# design 1

### src/rtl/ieee1355_ds_rx.sv
// IEEE1355 Data/Strobe receiver: recovers 10-bit characters from D/S lines.
// Latency: pin transition to rx_valid rise is G_SYNC_STAGES+2 clk cycles.
// Backpressure: one-deep holding register; a word finishing while it is still unread is dropped and rx_overflow pulses.
//
// Ports: clk, rst_n (async assert, deassert synchronized internally)
//        D_in, S_in    - asynchronous DS line inputs
//        rx_en         - receiver enable (0 forces IDLE)
//        rx_data/rx_valid/rx_ready - received character handshake, first bit in [9]
//        rx_overflow, ds_error, disconnect - single-cycle event pulses
//        link_active   - receiver is in RUN
module ieee1355_ds_rx #(
  parameter int G_DISC_TIMEOUT_CYC = 85,
  parameter int G_SYNC_STAGES      = 2
) (
  input  logic       clk,
  input  logic       rst_n,
  input  logic       D_in,
  input  logic       S_in,
  input  logic       rx_en,
  output logic [9:0] rx_data,
  output logic       rx_valid,
  input  logic       rx_ready,
  output logic       rx_overflow,
  output logic       ds_error,
  output logic       disconnect,
  output logic       link_active
);

  localparam int TW = $clog2(G_DISC_TIMEOUT_CYC + 1);
  localparam logic [TW-1:0] TIMEOUT_LAST = TW'(G_DISC_TIMEOUT_CYC - 1);

  typedef enum logic [1:0] {IDLE, RUN, DISC} state_t;

  // Reset: asserts immediately, releases two clk edges after rst_n rises.
  logic [1:0] rst_sync;
  logic       rst_i_n;

  always_ff @(posedge clk or negedge rst_n) begin
    if (!rst_n) rst_sync <= 2'b00;
    else        rst_sync <= {rst_sync[0], 1'b1};
  end

  assign rst_i_n = rst_sync[1];

  // Input synchronizers followed by a one-deep history register.
  logic [G_SYNC_STAGES-1:0] d_sync, s_sync;
  logic d_s, s_s, d_q, s_q;

  always_ff @(posedge clk or negedge rst_i_n) begin
    if (!rst_i_n) begin
      d_sync <= '0;
      s_sync <= '0;
      d_q    <= 1'b0;
      s_q    <= 1'b0;
    end else begin
      d_sync <= {d_sync[G_SYNC_STAGES-2:0], D_in};
      s_sync <= {s_sync[G_SYNC_STAGES-2:0], S_in};
      d_q    <= d_s;
      s_q    <= s_s;
    end
  end

  assign d_s = d_sync[G_SYNC_STAGES-1];
  assign s_s = s_sync[G_SYNC_STAGES-1];

  // Exactly one of D/S changes per bit, so D^S flips once per bit.
  // Both lines changing together leaves D^S unchanged and is a line error.
  logic bit_evt, both_tgl;
  assign bit_evt  = ((d_s ^ s_s) != (d_q ^ s_q));
  assign both_tgl = (d_s != d_q) && (s_s != s_q);

  state_t        state;
  logic [9:0]    shreg;
  logic [3:0]    bit_cnt;
  logic [TW-1:0] timer;
  logic          word_done;

  // The timer starts at 1 on the event edge so that it counts cycles since
  // the cycle in which the bit event was visible.
  always_ff @(posedge clk or negedge rst_i_n) begin
    if (!rst_i_n) begin
      state       <= IDLE;
      shreg       <= '0;
      bit_cnt     <= '0;
      timer       <= '0;
      word_done   <= 1'b0;
      ds_error    <= 1'b0;
      disconnect  <= 1'b0;
      link_active <= 1'b0;
    end else begin
      ds_error   <= both_tgl;
      disconnect <= 1'b0;
      word_done  <= 1'b0;
      if (!rx_en) begin
        state       <= IDLE;
        bit_cnt     <= '0;
        timer       <= '0;
        link_active <= 1'b0;
      end else begin
        case (state)
          IDLE: begin
            if (bit_evt) begin
              shreg       <= {shreg[8:0], d_s};
              bit_cnt     <= 4'd1;
              timer       <= TW'(1);
              state       <= RUN;
              link_active <= 1'b1;
            end
          end
          RUN: begin
            if (both_tgl) begin
              bit_cnt <= '0;
              timer   <= TW'(1);
            end else if (bit_evt) begin
              shreg <= {shreg[8:0], d_s};
              timer <= TW'(1);
              if (bit_cnt == 4'd9) begin
                bit_cnt   <= '0;
                word_done <= 1'b1;
              end else begin
                bit_cnt <= bit_cnt + 4'd1;
              end
            end else if (timer == TIMEOUT_LAST) begin
              state       <= DISC;
              disconnect  <= 1'b1;
              link_active <= 1'b0;
              bit_cnt     <= '0;
              timer       <= '0;
            end else begin
              timer <= timer + TW'(1);
            end
          end
          DISC: begin
            state       <= IDLE;
            link_active <= 1'b0;
          end
          default: begin
            state       <= IDLE;
            link_active <= 1'b0;
          end
        endcase
      end
    end
  end

  // Holding register: accept-and-reload in one cycle keeps rx_valid high.
  always_ff @(posedge clk or negedge rst_i_n) begin
    if (!rst_i_n) begin
      rx_data     <= '0;
      rx_valid    <= 1'b0;
      rx_overflow <= 1'b0;
    end else begin
      rx_overflow <= 1'b0;
      if (word_done) begin
        if (rx_valid && !rx_ready) begin
          rx_overflow <= 1'b1;
        end else begin
          rx_data  <= shreg;
          rx_valid <= 1'b1;
        end
      end else if (rx_valid && rx_ready) begin
        rx_valid <= 1'b0;
      end
    end
  end

endmodule

### config.mk
export PLATFORM = sky130hd
export DESIGN_NAME = ieee1355_ds_rx
export DESIGN_NICKNAME = d
export VERILOG_FILES = /design/src/rtl/ieee1355_ds_rx.sv
export SDC_FILE = /design/constraint.sdc
export NUM_CORES = 1
export LEC_CHECK = 0
export CAP_MARGIN = 10
export CORE_ASPECT_RATIO = 1.75
export CORE_MARGIN = 2
export CORE_UTILIZATION = 55
export DETAILED_ROUTE_END_ITERATION = 10
export MAX_ROUTING_LAYER = met4
export PLACE_DENSITY_LB_ADDON = 0.1
export SYNTH_ARGS = -nofsm -noshare
export SYNTH_HDL_FRONTEND = slang
export SYNTH_SLANG_ARGS = --single-unit
### constraint.sdc
create_clock -name clk -period 4.5 [get_ports clk]
set_input_delay 0.675 -clock clk [delete_from_list [all_inputs] [get_ports clk]]
set_output_delay 0.675 -clock clk [all_outputs]
set_load 0.02 [all_outputs]
### Gate-type map, design 1

The bar under the picture is 10 µm long.
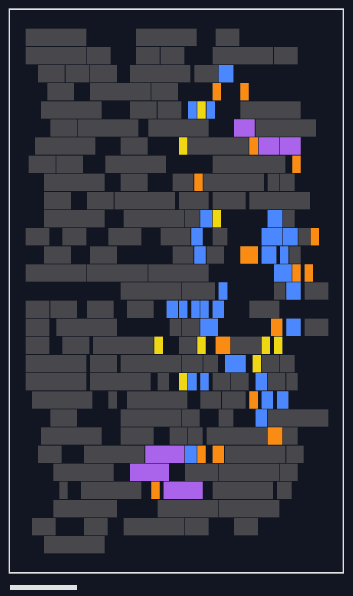
color	family	cells
blue	NAND gates	29
purple	XOR/XNOR gates	6
orange	NOR gates	16
yellow	inverters	9

==> flow_results.xml <==
<?xml version="1.0" encoding="UTF-8"?>
<metrics>
  <group name="clock_network">
    <metric name="cts.root.buffer_cell" unit="">sky130_fd_sc_hd__clkbuf_8</metric>
    <metric name="hold_buffers" unit="">0</metric>
    <metric name="clkSinkCount" unit="">47</metric>
    <metric name="post-cts-setup-buffers" unit="">0</metric>
  </group>
  <group name="cells_and_area">
    <metric name="biggestCellCategory" unit="">registers</metric>
    <metric name="syn2layout_area_growth" unit="%">17.02</metric>
    <metric name="comb_area_share" unit="%">33.51</metric>
    <metric name="layout.area.comb" unit="µm²">795.8</metric>
    <metric name="final-seq-area" unit="µm²">1177</metric>
    <metric name="antennaDiodeCount" unit="">0</metric>
  </group>
  <group name="setup_path">
    <metric name="cpPeakStageDelay" unit="ns">0.57</metric>
    <metric name="crit_path_end_kind" unit="">flip-flop</metric>
    <metric name="timing.critical_path.required" unit="ns">4.68</metric>
    <metric name="critical_path_cell_count" unit="">7</metric>
    <metric name="timing.critical_path.slowest_stage_cell" unit="">sky130_fd_sc_hd__nor3b_1</metric>
    <metric name="critical_path.max_fanout" unit="">6</metric>
  </group>
  <group name="routing">
    <metric name="wl_per_cell" unit="µm">15.88</metric>
    <metric name="ant_nets" unit="">0</metric>
    <metric name="top_layer" unit="">met4</metric>
    <metric name="first_pass_iters" unit="">4</metric>
    <metric name="drt-met1-wl" unit="mm">1.484</metric>
    <metric name="drc" unit="">0</metric>
  </group>
  <group name="global_route">
    <metric name="number_of_global_route_vias_before_repair" unit="">1408</metric>
    <metric name="grt_use_met2" unit="%">35.15</metric>
    <metric name="grt_max_degree" unit="">46</metric>
    <metric name="gr-usage-met3" unit="%">3.737</metric>
    <metric name="grt_pass1_wl" unit="mm">6.389</metric>
  </group>
  <group name="timing">
    <metric name="slew_of_the_pin_with_the_lowest_slew_margin" unit="ns">0.9325</metric>
    <metric name="whs" unit="ns">0.3542</metric>
    <metric name="timing_hold_violations_final" unit="">0</metric>
    <metric name="fin_crit" unit="ns">2.289</metric>
    <metric name="unrepaired_setup_endpoints_after_global_routing" unit="">no</metric>
    <metric name="setup_viol_count_final" unit="">0</metric>
  </group>
  <group name="power">
    <metric name="top_power_group" unit="">sequential cells</metric>
    <metric name="comb_power" unit="W">0.000127</metric>
    <metric name="power.switching" unit="W">0.0002439</metric>
  </group>
  <group name="floorplanning">
    <metric name="taps" unit="">46</metric>
    <metric name="core_region_area" unit="µm²">3592</metric>
    <metric name="die-area" unit="µm²">4211</metric>
  </group>
  <group name="yosys">
    <metric name="yosys_warnings" unit="">0</metric>
    <metric name="yosysChipArea" unit="µm²">2029</metric>
    <metric name="seq_area_frac_synth" unit="%">57.95</metric>
    <metric name="top_cell_area_share" unit="%">57.95</metric>
    <metric name="yosys.area_share.aoi" unit="%">7.213</metric>
    <metric name="netlist_area" unit="µm²">2029</metric>
    <metric name="enable_flop_cells" unit="">0</metric>
  </group>
  <group name="job">
    <metric name="drv_cap" unit="">0</metric>
    <metric name="warning_count" unit="">28</metric>
  </group>
  <group name="min_path">
    <metric name="min_from" unit="">d_sync[0]</metric>
    <metric name="timing.hold.worst_endpoint" unit="">d_sync[1]</metric>
  </group>
  <group name="placement">
    <metric name="dp_slack" unit="ns">1.952</metric>
    <metric name="gp_congestion" unit="">0.9062</metric>
  </group>
  <group name="run_status">
    <metric name="status" unit="">complete, no violations</metric>
  </group>
</metrics>

# design 2

<file path="config.mk">
export PLATFORM = sky130hd
export DESIGN_NAME = wrr_queue_scheduler
export DESIGN_NICKNAME = d
export VERILOG_FILES = /design/src/rtl/wrr_queue_scheduler.sv
export SDC_FILE = /design/constraint.sdc
export NUM_CORES = 1
export LEC_CHECK = 0
export CAP_MARGIN = 20
export CORE_ASPECT_RATIO = 1.5
export CORE_UTILIZATION = 63
export CTS_CLUSTER_SIZE = 14
export DETAILED_ROUTE_END_ITERATION = 8
export GPL_TIMING_DRIVEN = 0
export PLACE_DENSITY_LB_ADDON = 0.2
export SYNTH_ARGS = -nofsm -noshare
export SYNTH_HDL_FRONTEND = slang
export SYNTH_SLANG_ARGS = --single-unit
export TNS_END_PERCENT = 5
</file>
<file path="constraint.sdc">
create_clock -name iClk -period 7.8 [get_ports iClk]
set_clock_uncertainty 0.2 [all_clocks]
set_input_delay 1.95 -clock iClk [delete_from_list [all_inputs] [get_ports iClk]]
set_output_delay 1.95 -clock iClk [all_outputs]
set_load 0.01 [all_outputs]
</file>
<file path="src/rtl/wrr_queue_scheduler.sv">
// Packet-granular weighted round-robin scheduler: grants one queue per packet,
// debits per-round credit on packet completion and refreshes credit per round.
module wrr_queue_scheduler #(
   parameter int unsigned ARB_NUM  = 8,
   parameter int unsigned WEIGHT_W = 4
) (
   input  logic                        iClk,
   input  logic                        iRst_n,
   input  logic [ARB_NUM-1:0]          iReq,
   input  logic [ARB_NUM*WEIGHT_W-1:0] iWeight,
   input  logic                        iWeightLoad,
   output logic [ARB_NUM-1:0]          oGnt,
   output logic                        oGntValid,
   input  logic                        iGntAck,
   input  logic                        iPktDone,
   output logic                        oBusy,
   output logic                        oRoundEnd
);

   localparam int unsigned IDX_W = (ARB_NUM > 1) ? $clog2(ARB_NUM) : 1;

   typedef enum logic [1:0] {IDLE, GRANT, XFER} state_t;

   state_t                             state_q, state_d;
   logic [IDX_W-1:0]                   ptr_q, ptr_d;
   logic [IDX_W-1:0]                   gidx_q, gidx_d;
   logic [ARB_NUM-1:0]                 gnt_q, gnt_d;
   logic                               gnt_valid_q, gnt_valid_d;
   logic                               round_end_q, round_end_d;
   logic                               busy_q;
   logic [ARB_NUM-1:0][WEIGHT_W-1:0]   initw_q, initw_d;
   logic [ARB_NUM-1:0][WEIGHT_W-1:0]   credit_q, credit_d;

   logic [ARB_NUM-1:0]                 eligible;
   logic [ARB_NUM-1:0]                 reqset;
   logic                               sel_found;
   logic [IDX_W-1:0]                   sel_idx;

   // Rotating search: first eligible queue at or after the pointer, wrapping.
   always_comb begin
      int unsigned idx;
      idx       = 0;
      sel_found = 1'b0;
      sel_idx   = '0;
      for (int unsigned i = 0; i < ARB_NUM; i++) begin
         eligible[i] = iReq[i] & (credit_q[i] != '0);
         reqset[i]   = iReq[i] & (initw_q[i] != '0);
      end
      for (int unsigned k = 0; k < ARB_NUM; k++) begin
         idx = (32'(ptr_q) + k) % ARB_NUM;
         if (!sel_found && eligible[idx[IDX_W-1:0]]) begin
            sel_found = 1'b1;
            sel_idx   = idx[IDX_W-1:0];
         end
      end
   end

   always_comb begin
      state_d     = state_q;
      ptr_d       = ptr_q;
      gidx_d      = gidx_q;
      gnt_d       = gnt_q;
      gnt_valid_d = gnt_valid_q;
      round_end_d = 1'b0;
      initw_d     = initw_q;
      credit_d    = credit_q;
      case (state_q)
         IDLE: begin
            if (sel_found) begin
               state_d         = GRANT;
               gidx_d          = sel_idx;
               gnt_d           = '0;
               gnt_d[sel_idx]  = 1'b1;
               gnt_valid_d     = 1'b1;
            end else if ((reqset != '0) && !iWeightLoad) begin
               credit_d    = initw_q;
               round_end_d = 1'b1;
            end
         end
         GRANT: begin
            if (iGntAck) begin
               gnt_valid_d = 1'b0;
               state_d     = XFER;
            end else if (!iReq[gidx_q]) begin
               gnt_d       = '0;
               gnt_valid_d = 1'b0;
               state_d     = IDLE;
            end
         end
         XFER: begin
            if (iPktDone) begin
               if (credit_q[gidx_q] != '0)
                  credit_d[gidx_q] = credit_q[gidx_q] - 1'b1;
               ptr_d   = (gidx_q == IDX_W'(ARB_NUM - 1)) ? '0 : IDX_W'(gidx_q + 1'b1);
               gnt_d   = '0;
               state_d = IDLE;
            end
         end
         default: begin
            state_d     = IDLE;
            gnt_d       = '0;
            gnt_valid_d = 1'b0;
         end
      endcase
      // A weight load overrides any debit or refresh computed above.
      if (iWeightLoad) begin
         initw_d  = iWeight;
         credit_d = iWeight;
      end
   end

   always_ff @(posedge iClk or negedge iRst_n) begin
      if (!iRst_n) begin
         state_q     <= IDLE;
         ptr_q       <= '0;
         gidx_q      <= '0;
         gnt_q       <= '0;
         gnt_valid_q <= 1'b0;
         round_end_q <= 1'b0;
         busy_q      <= 1'b0;
         initw_q     <= '1;
         credit_q    <= '1;
      end else begin
         state_q     <= state_d;
         ptr_q       <= ptr_d;
         gidx_q      <= gidx_d;
         gnt_q       <= gnt_d;
         gnt_valid_q <= gnt_valid_d;
         round_end_q <= round_end_d;
         busy_q      <= (state_d != IDLE);
         initw_q     <= initw_d;
         credit_q    <= credit_d;
      end
   end

   always_ff @(posedge iClk) begin
      if (iRst_n) begin
         assert ($onehot0(gnt_q)) else $error("grant not one-hot");
         assert (!gnt_valid_q || (gnt_q != '0)) else $error("valid without grant");
         assert (busy_q == (state_q != IDLE)) else $error("busy mismatch");
      end
   end

   assign oGnt      = gnt_q;
   assign oGntValid = gnt_valid_q;
   assign oBusy     = busy_q;
   assign oRoundEnd = round_end_q;

endmodule
</file>
==> flow_results.xml <==
<?xml version="1.0" encoding="UTF-8"?>
<metrics>
  <group name="run_status">
    <metric name="status" unit="">complete, but fails checks</metric>
    <metric name="failed_checks" unit="">design-rule violations</metric>
  </group>
  <group name="cells_and_area">
    <metric name="layout_top_cells" unit="">sky130_fd_sc_hd__nand2_1 (70), sky130_fd_sc_hd__dfstp_2 (64), sky130_fd_sc_hd__inv_1 (58), sky130_fd_sc_hd__clkdlybuf4s50_1 (53), sky130_fd_sc_hd__a21oi_1 (48)</metric>
    <metric name="logic_gates" unit="">404</metric>
    <metric name="drive_above_1_share" unit="%">21.90</metric>
    <metric name="biggestCellCategory" unit="">multi-input combinational cells</metric>
    <metric name="antennaDiodeCount" unit="">0</metric>
    <metric name="comb_area_share" unit="%">46.85</metric>
    <metric name="fraction_of_area_in_registers" unit="%">32.69</metric>
    <metric name="final-seq-area" unit="µm²">2157</metric>
    <metric name="layout.area.comb" unit="µm²">3092</metric>
  </group>
  <group name="floorplanning">
    <metric name="die-area" unit="µm²">9300</metric>
    <metric name="taps" unit="">107</metric>
    <metric name="die_h" unit="µm">117.6</metric>
  </group>
  <group name="yosys">
    <metric name="enable_flop_cells" unit="">0</metric>
    <metric name="synth_dominant_cell_count" unit="">sky130_fd_sc_hd__nand2_1</metric>
    <metric name="synth.net_count" unit="">632</metric>
    <metric name="ys_sh_simple" unit="%">12.64</metric>
    <metric name="mean_area_per_synthesized_cell" unit="µm²">9.663</metric>
    <metric name="seq_area_frac_synth" unit="%">38.42</metric>
    <metric name="yosysCellCount" unit="">581</metric>
    <metric name="ys_types" unit="">70</metric>
    <metric name="yosys_warnings" unit="">0</metric>
    <metric name="yosys_register_bits" unit="">83</metric>
    <metric name="top_logic_kind" unit="">AND-OR/OR-AND gates</metric>
  </group>
  <group name="clock_network">
    <metric name="cts.root.buffer_cell" unit="">sky130_fd_sc_hd__clkbuf_16</metric>
    <metric name="tritoncts_buffers" unit="">9</metric>
    <metric name="hold_buffers" unit="">0</metric>
    <metric name="htree_levels" unit="">3</metric>
    <metric name="cts_max_path_buffers" unit="">2</metric>
    <metric name="clk_pin_slew_worst_paths" unit="ns">0.07</metric>
    <metric name="cts_tree" unit="">done</metric>
  </group>
  <group name="global_route">
    <metric name="grt_pass1_wl" unit="mm">27.46</metric>
    <metric name="antenna_violations_before_repair" unit="">0</metric>
    <metric name="grt_use_met2" unit="%">64.76</metric>
  </group>
  <group name="timing">
    <metric name="maxSlewViolCount" unit="">0</metric>
    <metric name="maxClockFrequency" unit="MHz">193.8</metric>
    <metric name="whs" unit="ns">0.2988</metric>
  </group>
  <group name="routing">
    <metric name="ant_nets" unit="">0</metric>
    <metric name="drt-met1-wl" unit="mm">6.246</metric>
    <metric name="routed_length_on_met3" unit="mm">1.275</metric>
    <metric name="drc" unit="">1</metric>
    <metric name="wl_per_cell" unit="µm">22.84</metric>
    <metric name="detail_route.vias_per_cell" unit="">7.026</metric>
    <metric name="met2_wire_length" unit="mm">8.757</metric>
  </group>
  <group name="setup_path">
    <metric name="critical_path.endpoint" unit="">credit_q[7]</metric>
    <metric name="timing.critical_path.max_delay_family" unit="">AND-OR/OR-AND gates</metric>
    <metric name="worstReg2RegEnd" unit="">credit_q[7]</metric>
    <metric name="worstPathBufferInverterCount" unit="">3</metric>
    <metric name="critPathArrivalTime" unit="ns">5.22</metric>
    <metric name="worst_setup_path_startpoint" unit="">iReq[0]</metric>
    <metric name="timing_worst_setup_path_type" unit="">in2reg</metric>
    <metric name="critical_path_cell_count" unit="">10</metric>
  </group>
  <group name="job">
    <metric name="drv_cap" unit="">0</metric>
  </group>
  <group name="power">
    <metric name="powerClk" unit="W">0.000403</metric>
    <metric name="power.switching" unit="W">0.001311</metric>
    <metric name="top_power_group" unit="">combinational logic</metric>
    <metric name="post-layout-total-power" unit="W">0.002749</metric>
    <metric name="sequentialPower" unit="W">0.000811</metric>
    <metric name="power.combinational.fraction" unit="%">55.8</metric>
  </group>
  <group name="min_path">
    <metric name="min_path_type" unit="">reg2reg</metric>
    <metric name="hold_depth" unit="">2</metric>
  </group>
  <group name="placement">
    <metric name="dp_hpwl" unit="mm">12.80</metric>
    <metric name="dpl_cell_area" unit="µm²">6314</metric>
  </group>
</metrics>
### Signal wires on met3, design 2

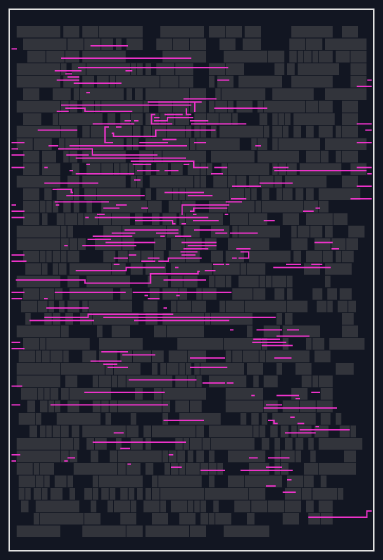
longest straight run	37.3 µm
main direction	horizontal
met3 demand-to-capacity share in global routing: 8.217%
final wirelength: 17.36 mm
Via Count: 5340

### Drive-strength map, design 2

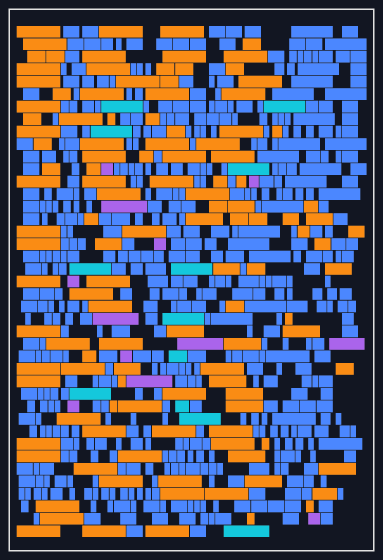
color	size	cells	most used
cyan	drive 6 and up	12	clkbuf_16
blue	drive 1 or less	510	nand2_1
purple	drive 3 to 4	12	o41ai_4
orange	drive 2	119	dfstp_2
post-layout instance area: 6599 µm²
area grow syn2layout: 17.54%
worst path setup slack after routing: 2.641 ns

### Track usage over the die, design 2

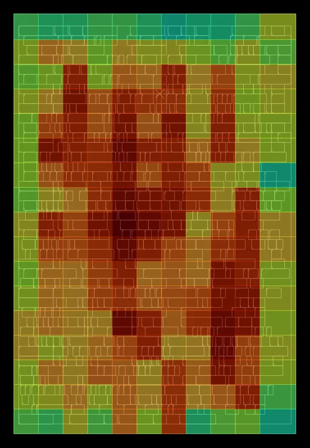
Total Routing Usage GR: 38.88%
most crowded layer after global routing: met2


# design 3

$ cat src/rtl/memory_pkg.sv
// Shared types and helpers for the memory writer: FSM state encoding and
// command packing.
package memory_pkg;

    typedef enum logic [1:0] {
        StIdle,
        StRun,
        StDone
    } state_e;

    // Packs {base, count} for an address width of aw bits (count is aw+1 bits).
    function automatic logic [63:0] pack_cmd(int unsigned aw, logic [31:0] base,
                                             logic [31:0] count);
        logic [63:0] cnt_mask;
        cnt_mask = (64'd1 << (aw + 1)) - 64'd1;
        return ({32'd0, base} << (aw + 1)) | ({32'd0, count} & cnt_mask);
    endfunction

endpackage

$ cat src/rtl/memory_writer.sv
// Streams a counted run of data words into consecutive memory addresses,
// issuing address and data on independent valid/ready channels.
module memory_writer
    import memory_pkg::*;
#(
    parameter int unsigned W = 16,
    parameter int unsigned D = 256,
    localparam int unsigned A = $clog2(D)
) (
    input  logic           clk,
    input  logic           rst,
    input  logic [2*A:0]   cmd,
    input  logic           cmd_valid,
    output logic           cmd_ready,
    input  logic [W-1:0]   data,
    input  logic           data_valid,
    output logic           data_ready,
    output logic [A-1:0]   waddr,
    output logic           waddr_valid,
    input  logic           waddr_ready,
    output logic [W-1:0]   wdata,
    output logic           wdata_valid,
    input  logic           wdata_ready,
    output logic           done
);

    localparam logic [A-1:0] LastAddr = A'(D - 1);

    state_e       state_q, state_d;
    logic [A-1:0] addr_q, addr_d;
    logic [A:0]   rem_q, rem_d;
    logic         waddr_valid_q, waddr_valid_d;
    logic         wdata_valid_q, wdata_valid_d;
    logic [A-1:0] waddr_q, waddr_d;
    logic [W-1:0] wdata_q, wdata_d;

    logic [A-1:0] cmd_base;
    logic [A:0]   cmd_count;
    logic         waddr_free, wdata_free;

    assign cmd_base   = cmd[2*A:A+1];
    assign cmd_count  = cmd[A:0];
    // A channel is free if empty or draining on this edge.
    assign waddr_free = !waddr_valid_q || waddr_ready;
    assign wdata_free = !wdata_valid_q || wdata_ready;

    always_comb begin
        state_d       = state_q;
        addr_d        = addr_q;
        rem_d         = rem_q;
        waddr_valid_d = waddr_valid_q && !waddr_ready;
        wdata_valid_d = wdata_valid_q && !wdata_ready;
        waddr_d       = waddr_q;
        wdata_d       = wdata_q;
        cmd_ready     = 1'b0;
        data_ready    = 1'b0;
        done          = 1'b0;

        case (state_q)
            StIdle: begin
                cmd_ready = 1'b1;
                if (cmd_valid) begin
                    if (cmd_count != '0) begin
                        addr_d  = cmd_base;
                        rem_d   = cmd_count;
                        state_d = StRun;
                    end else begin
                        state_d = StDone;
                    end
                end
            end
            StRun: begin
                data_ready = (rem_q != '0) && waddr_free && wdata_free;
                if (data_ready && data_valid) begin
                    waddr_valid_d = 1'b1;
                    wdata_valid_d = 1'b1;
                    waddr_d       = addr_q;
                    wdata_d       = data;
                    addr_d        = (addr_q == LastAddr) ? '0 : addr_q + 1'b1;
                    rem_d         = rem_q - 1'b1;
                end else if (rem_q == '0 && waddr_free && wdata_free) begin
                    state_d = StDone;
                end
            end
            StDone: begin
                done    = 1'b1;
                state_d = StIdle;
            end
            default: state_d = StIdle;
        endcase
    end

    always_ff @(posedge clk) begin
        if (rst) begin
            state_q       <= StIdle;
            addr_q        <= '0;
            rem_q         <= '0;
            waddr_valid_q <= 1'b0;
            wdata_valid_q <= 1'b0;
        end else begin
            state_q       <= state_d;
            addr_q        <= addr_d;
            rem_q         <= rem_d;
            waddr_valid_q <= waddr_valid_d;
            wdata_valid_q <= wdata_valid_d;
        end
    end

    // Payload registers are qualified by their valids and carry no reset.
    always_ff @(posedge clk) begin
        waddr_q <= waddr_d;
        wdata_q <= wdata_d;
    end

    assign waddr       = waddr_q;
    assign wdata       = wdata_q;
    assign waddr_valid = waddr_valid_q;
    assign wdata_valid = wdata_valid_q;

endmodule

$ cat config.mk
export PLATFORM = sky130hd
export DESIGN_NAME = memory_writer
export DESIGN_NICKNAME = d
export VERILOG_FILES = /design/src/rtl/memory_pkg.sv /design/src/rtl/memory_writer.sv
export SDC_FILE = /design/constraint.sdc
export NUM_CORES = 1
export LEC_CHECK = 0
export ABC_AREA = 1
export CAP_MARGIN = 10
export CORE_MARGIN = 5
export CORE_UTILIZATION = 50
export CTS_CLUSTER_DIAMETER = 120
export DETAILED_ROUTE_END_ITERATION = 10
export HOLD_SLACK_MARGIN = 0.12
export PLACE_DENSITY_LB_ADDON = 0.12
export SLEW_MARGIN = 20
export SYNTH_ARGS = -nofsm -noshare
export SYNTH_HDL_FRONTEND = slang
export SYNTH_SLANG_ARGS = --single-unit
$ cat constraint.sdc
create_clock -name clk -period 5.5 [get_ports clk]
set_input_delay 0.55 -clock clk [delete_from_list [all_inputs] [get_ports clk]]
set_output_delay 0.55 -clock clk [all_outputs]
set_load 0.01 [all_outputs]
### Track usage over the die, design 3

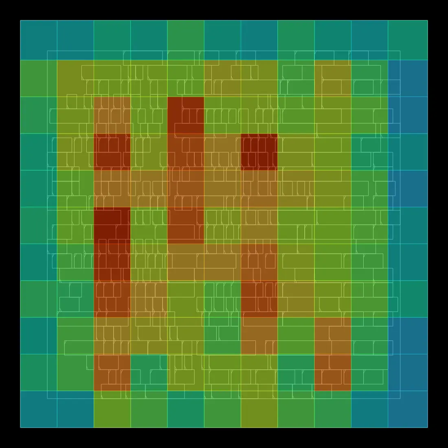
met2 track demand over resource: 31.25%
met3 demand-to-capacity share in global routing: 4.492%

### Signal wires on met3, design 3

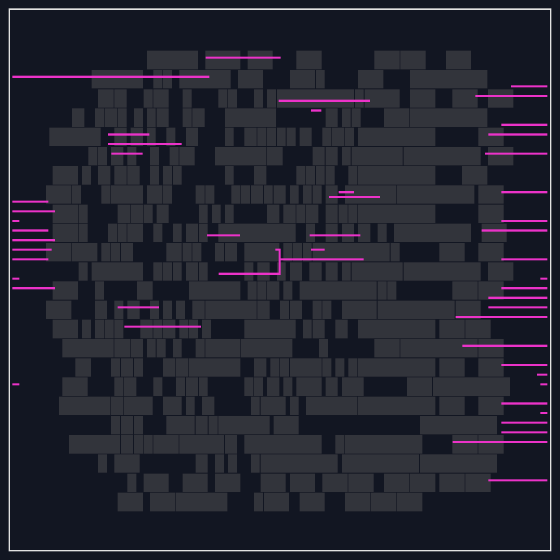
nets with wire on the layer	43
wire length on this layer	333 µm
main direction	horizontal
share of all routed wire	6.5%
longest straight run	27.6 µm
Via Count: 2000
final wirelength: 5.113 mm

==> flow_results.xml <==
<?xml version="1.0" encoding="UTF-8"?>
<metrics>
  <group name="run_status">
    <metric name="status" unit="">complete, no violations</metric>
  </group>
  <group name="yosys">
    <metric name="seq_area_frac_synth" unit="%">51.70</metric>
    <metric name="synth-xor-area-share" unit="%">0.3968</metric>
    <metric name="enable_flop_cells" unit="">24</metric>
    <metric name="yosysCellCount" unit="">279</metric>
  </group>
  <group name="setup_path">
    <metric name="worstPathBufferInverterCount" unit="">3</metric>
    <metric name="worstReg2RegEnd" unit="">wdata[9]</metric>
    <metric name="critical_path_cell_count" unit="">6</metric>
    <metric name="critPathArrivalTime" unit="ns">2.39</metric>
    <metric name="critical_path.max_fanout" unit="">21</metric>
    <metric name="timing_worst_setup_path_type" unit="">reg2out</metric>
    <metric name="critical_path.endpoint" unit="">data_ready</metric>
    <metric name="startpoint_type" unit="">flip-flop</metric>
  </group>
  <group name="global_route">
    <metric name="grt_use_met1" unit="%">22.00</metric>
  </group>
  <group name="power">
    <metric name="sequentialPower" unit="W">0.000415</metric>
    <metric name="p_int" unit="W">0.0006278</metric>
    <metric name="vdd.ir_drop.worst" unit="mV">0.1402</metric>
    <metric name="top_power_group" unit="">sequential cells</metric>
    <metric name="power.share.switching" unit="%">29.65</metric>
  </group>
  <group name="placement">
    <metric name="gp_congestion" unit="">0.8368</metric>
    <metric name="numPortBuffers" unit="">67</metric>
    <metric name="dpl_cell_area" unit="µm²">2880</metric>
    <metric name="dp_hpwl" unit="mm">3.670</metric>
    <metric name="dp_slack" unit="ns">2.672</metric>
  </group>
  <group name="routing">
    <metric name="met2_wire_length" unit="mm">2.528</metric>
    <metric name="first_pass_iters" unit="">4</metric>
    <metric name="detail_route.vias_per_cell" unit="">5.051</metric>
  </group>
  <group name="clock_network">
    <metric name="tritoncts_buffers" unit="">5</metric>
    <metric name="htree_levels" unit="">2</metric>
    <metric name="worst_skew_pair.late_latency" unit="ns">0.30</metric>
  </group>
  <group name="cells_and_area">
    <metric name="fin_cells" unit="">396</metric>
    <metric name="syn2layout_area_growth" unit="%">35.60</metric>
    <metric name="comb_area_share" unit="%">30.31</metric>
    <metric name="finish.utilization" unit="%">69.21</metric>
    <metric name="final-seq-area" unit="µm²">1141</metric>
  </group>
  <group name="timing">
    <metric name="slew-limit-headroom" unit="%">40.06</metric>
    <metric name="timing_hold_violations_final" unit="">0</metric>
  </group>
  <group name="min_path">
    <metric name="hold_depth" unit="">0</metric>
    <metric name="min_from" unit="">addr_q[7]</metric>
  </group>
  <group name="floorplanning">
    <metric name="die-area" unit="µm²">5843</metric>
  </group>
</metrics>


## Gallery

Clock network drawn from the DEF.
image #1
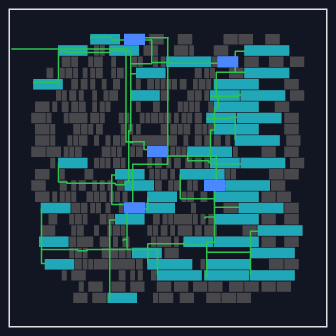
image #2
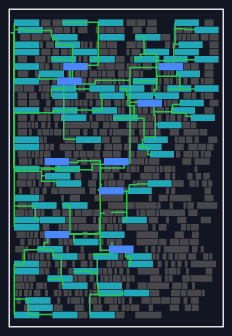
image #3
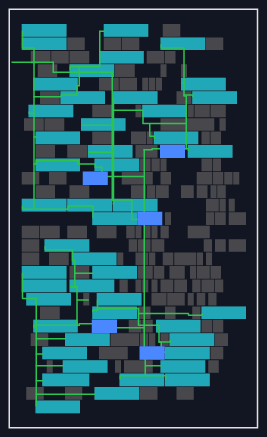
- most sequential cells: image #2
- design 2 = image #2
- design 1 = image #3
- design 3 = image #1

Key to image #3:
[green] clock wires | length: 486 µm
[cyan] flip-flops | count: 47
[blue] cells driving clock nets | count: 5
routed clock nets	6

Power is estimated from default activity; no workload was simulated.
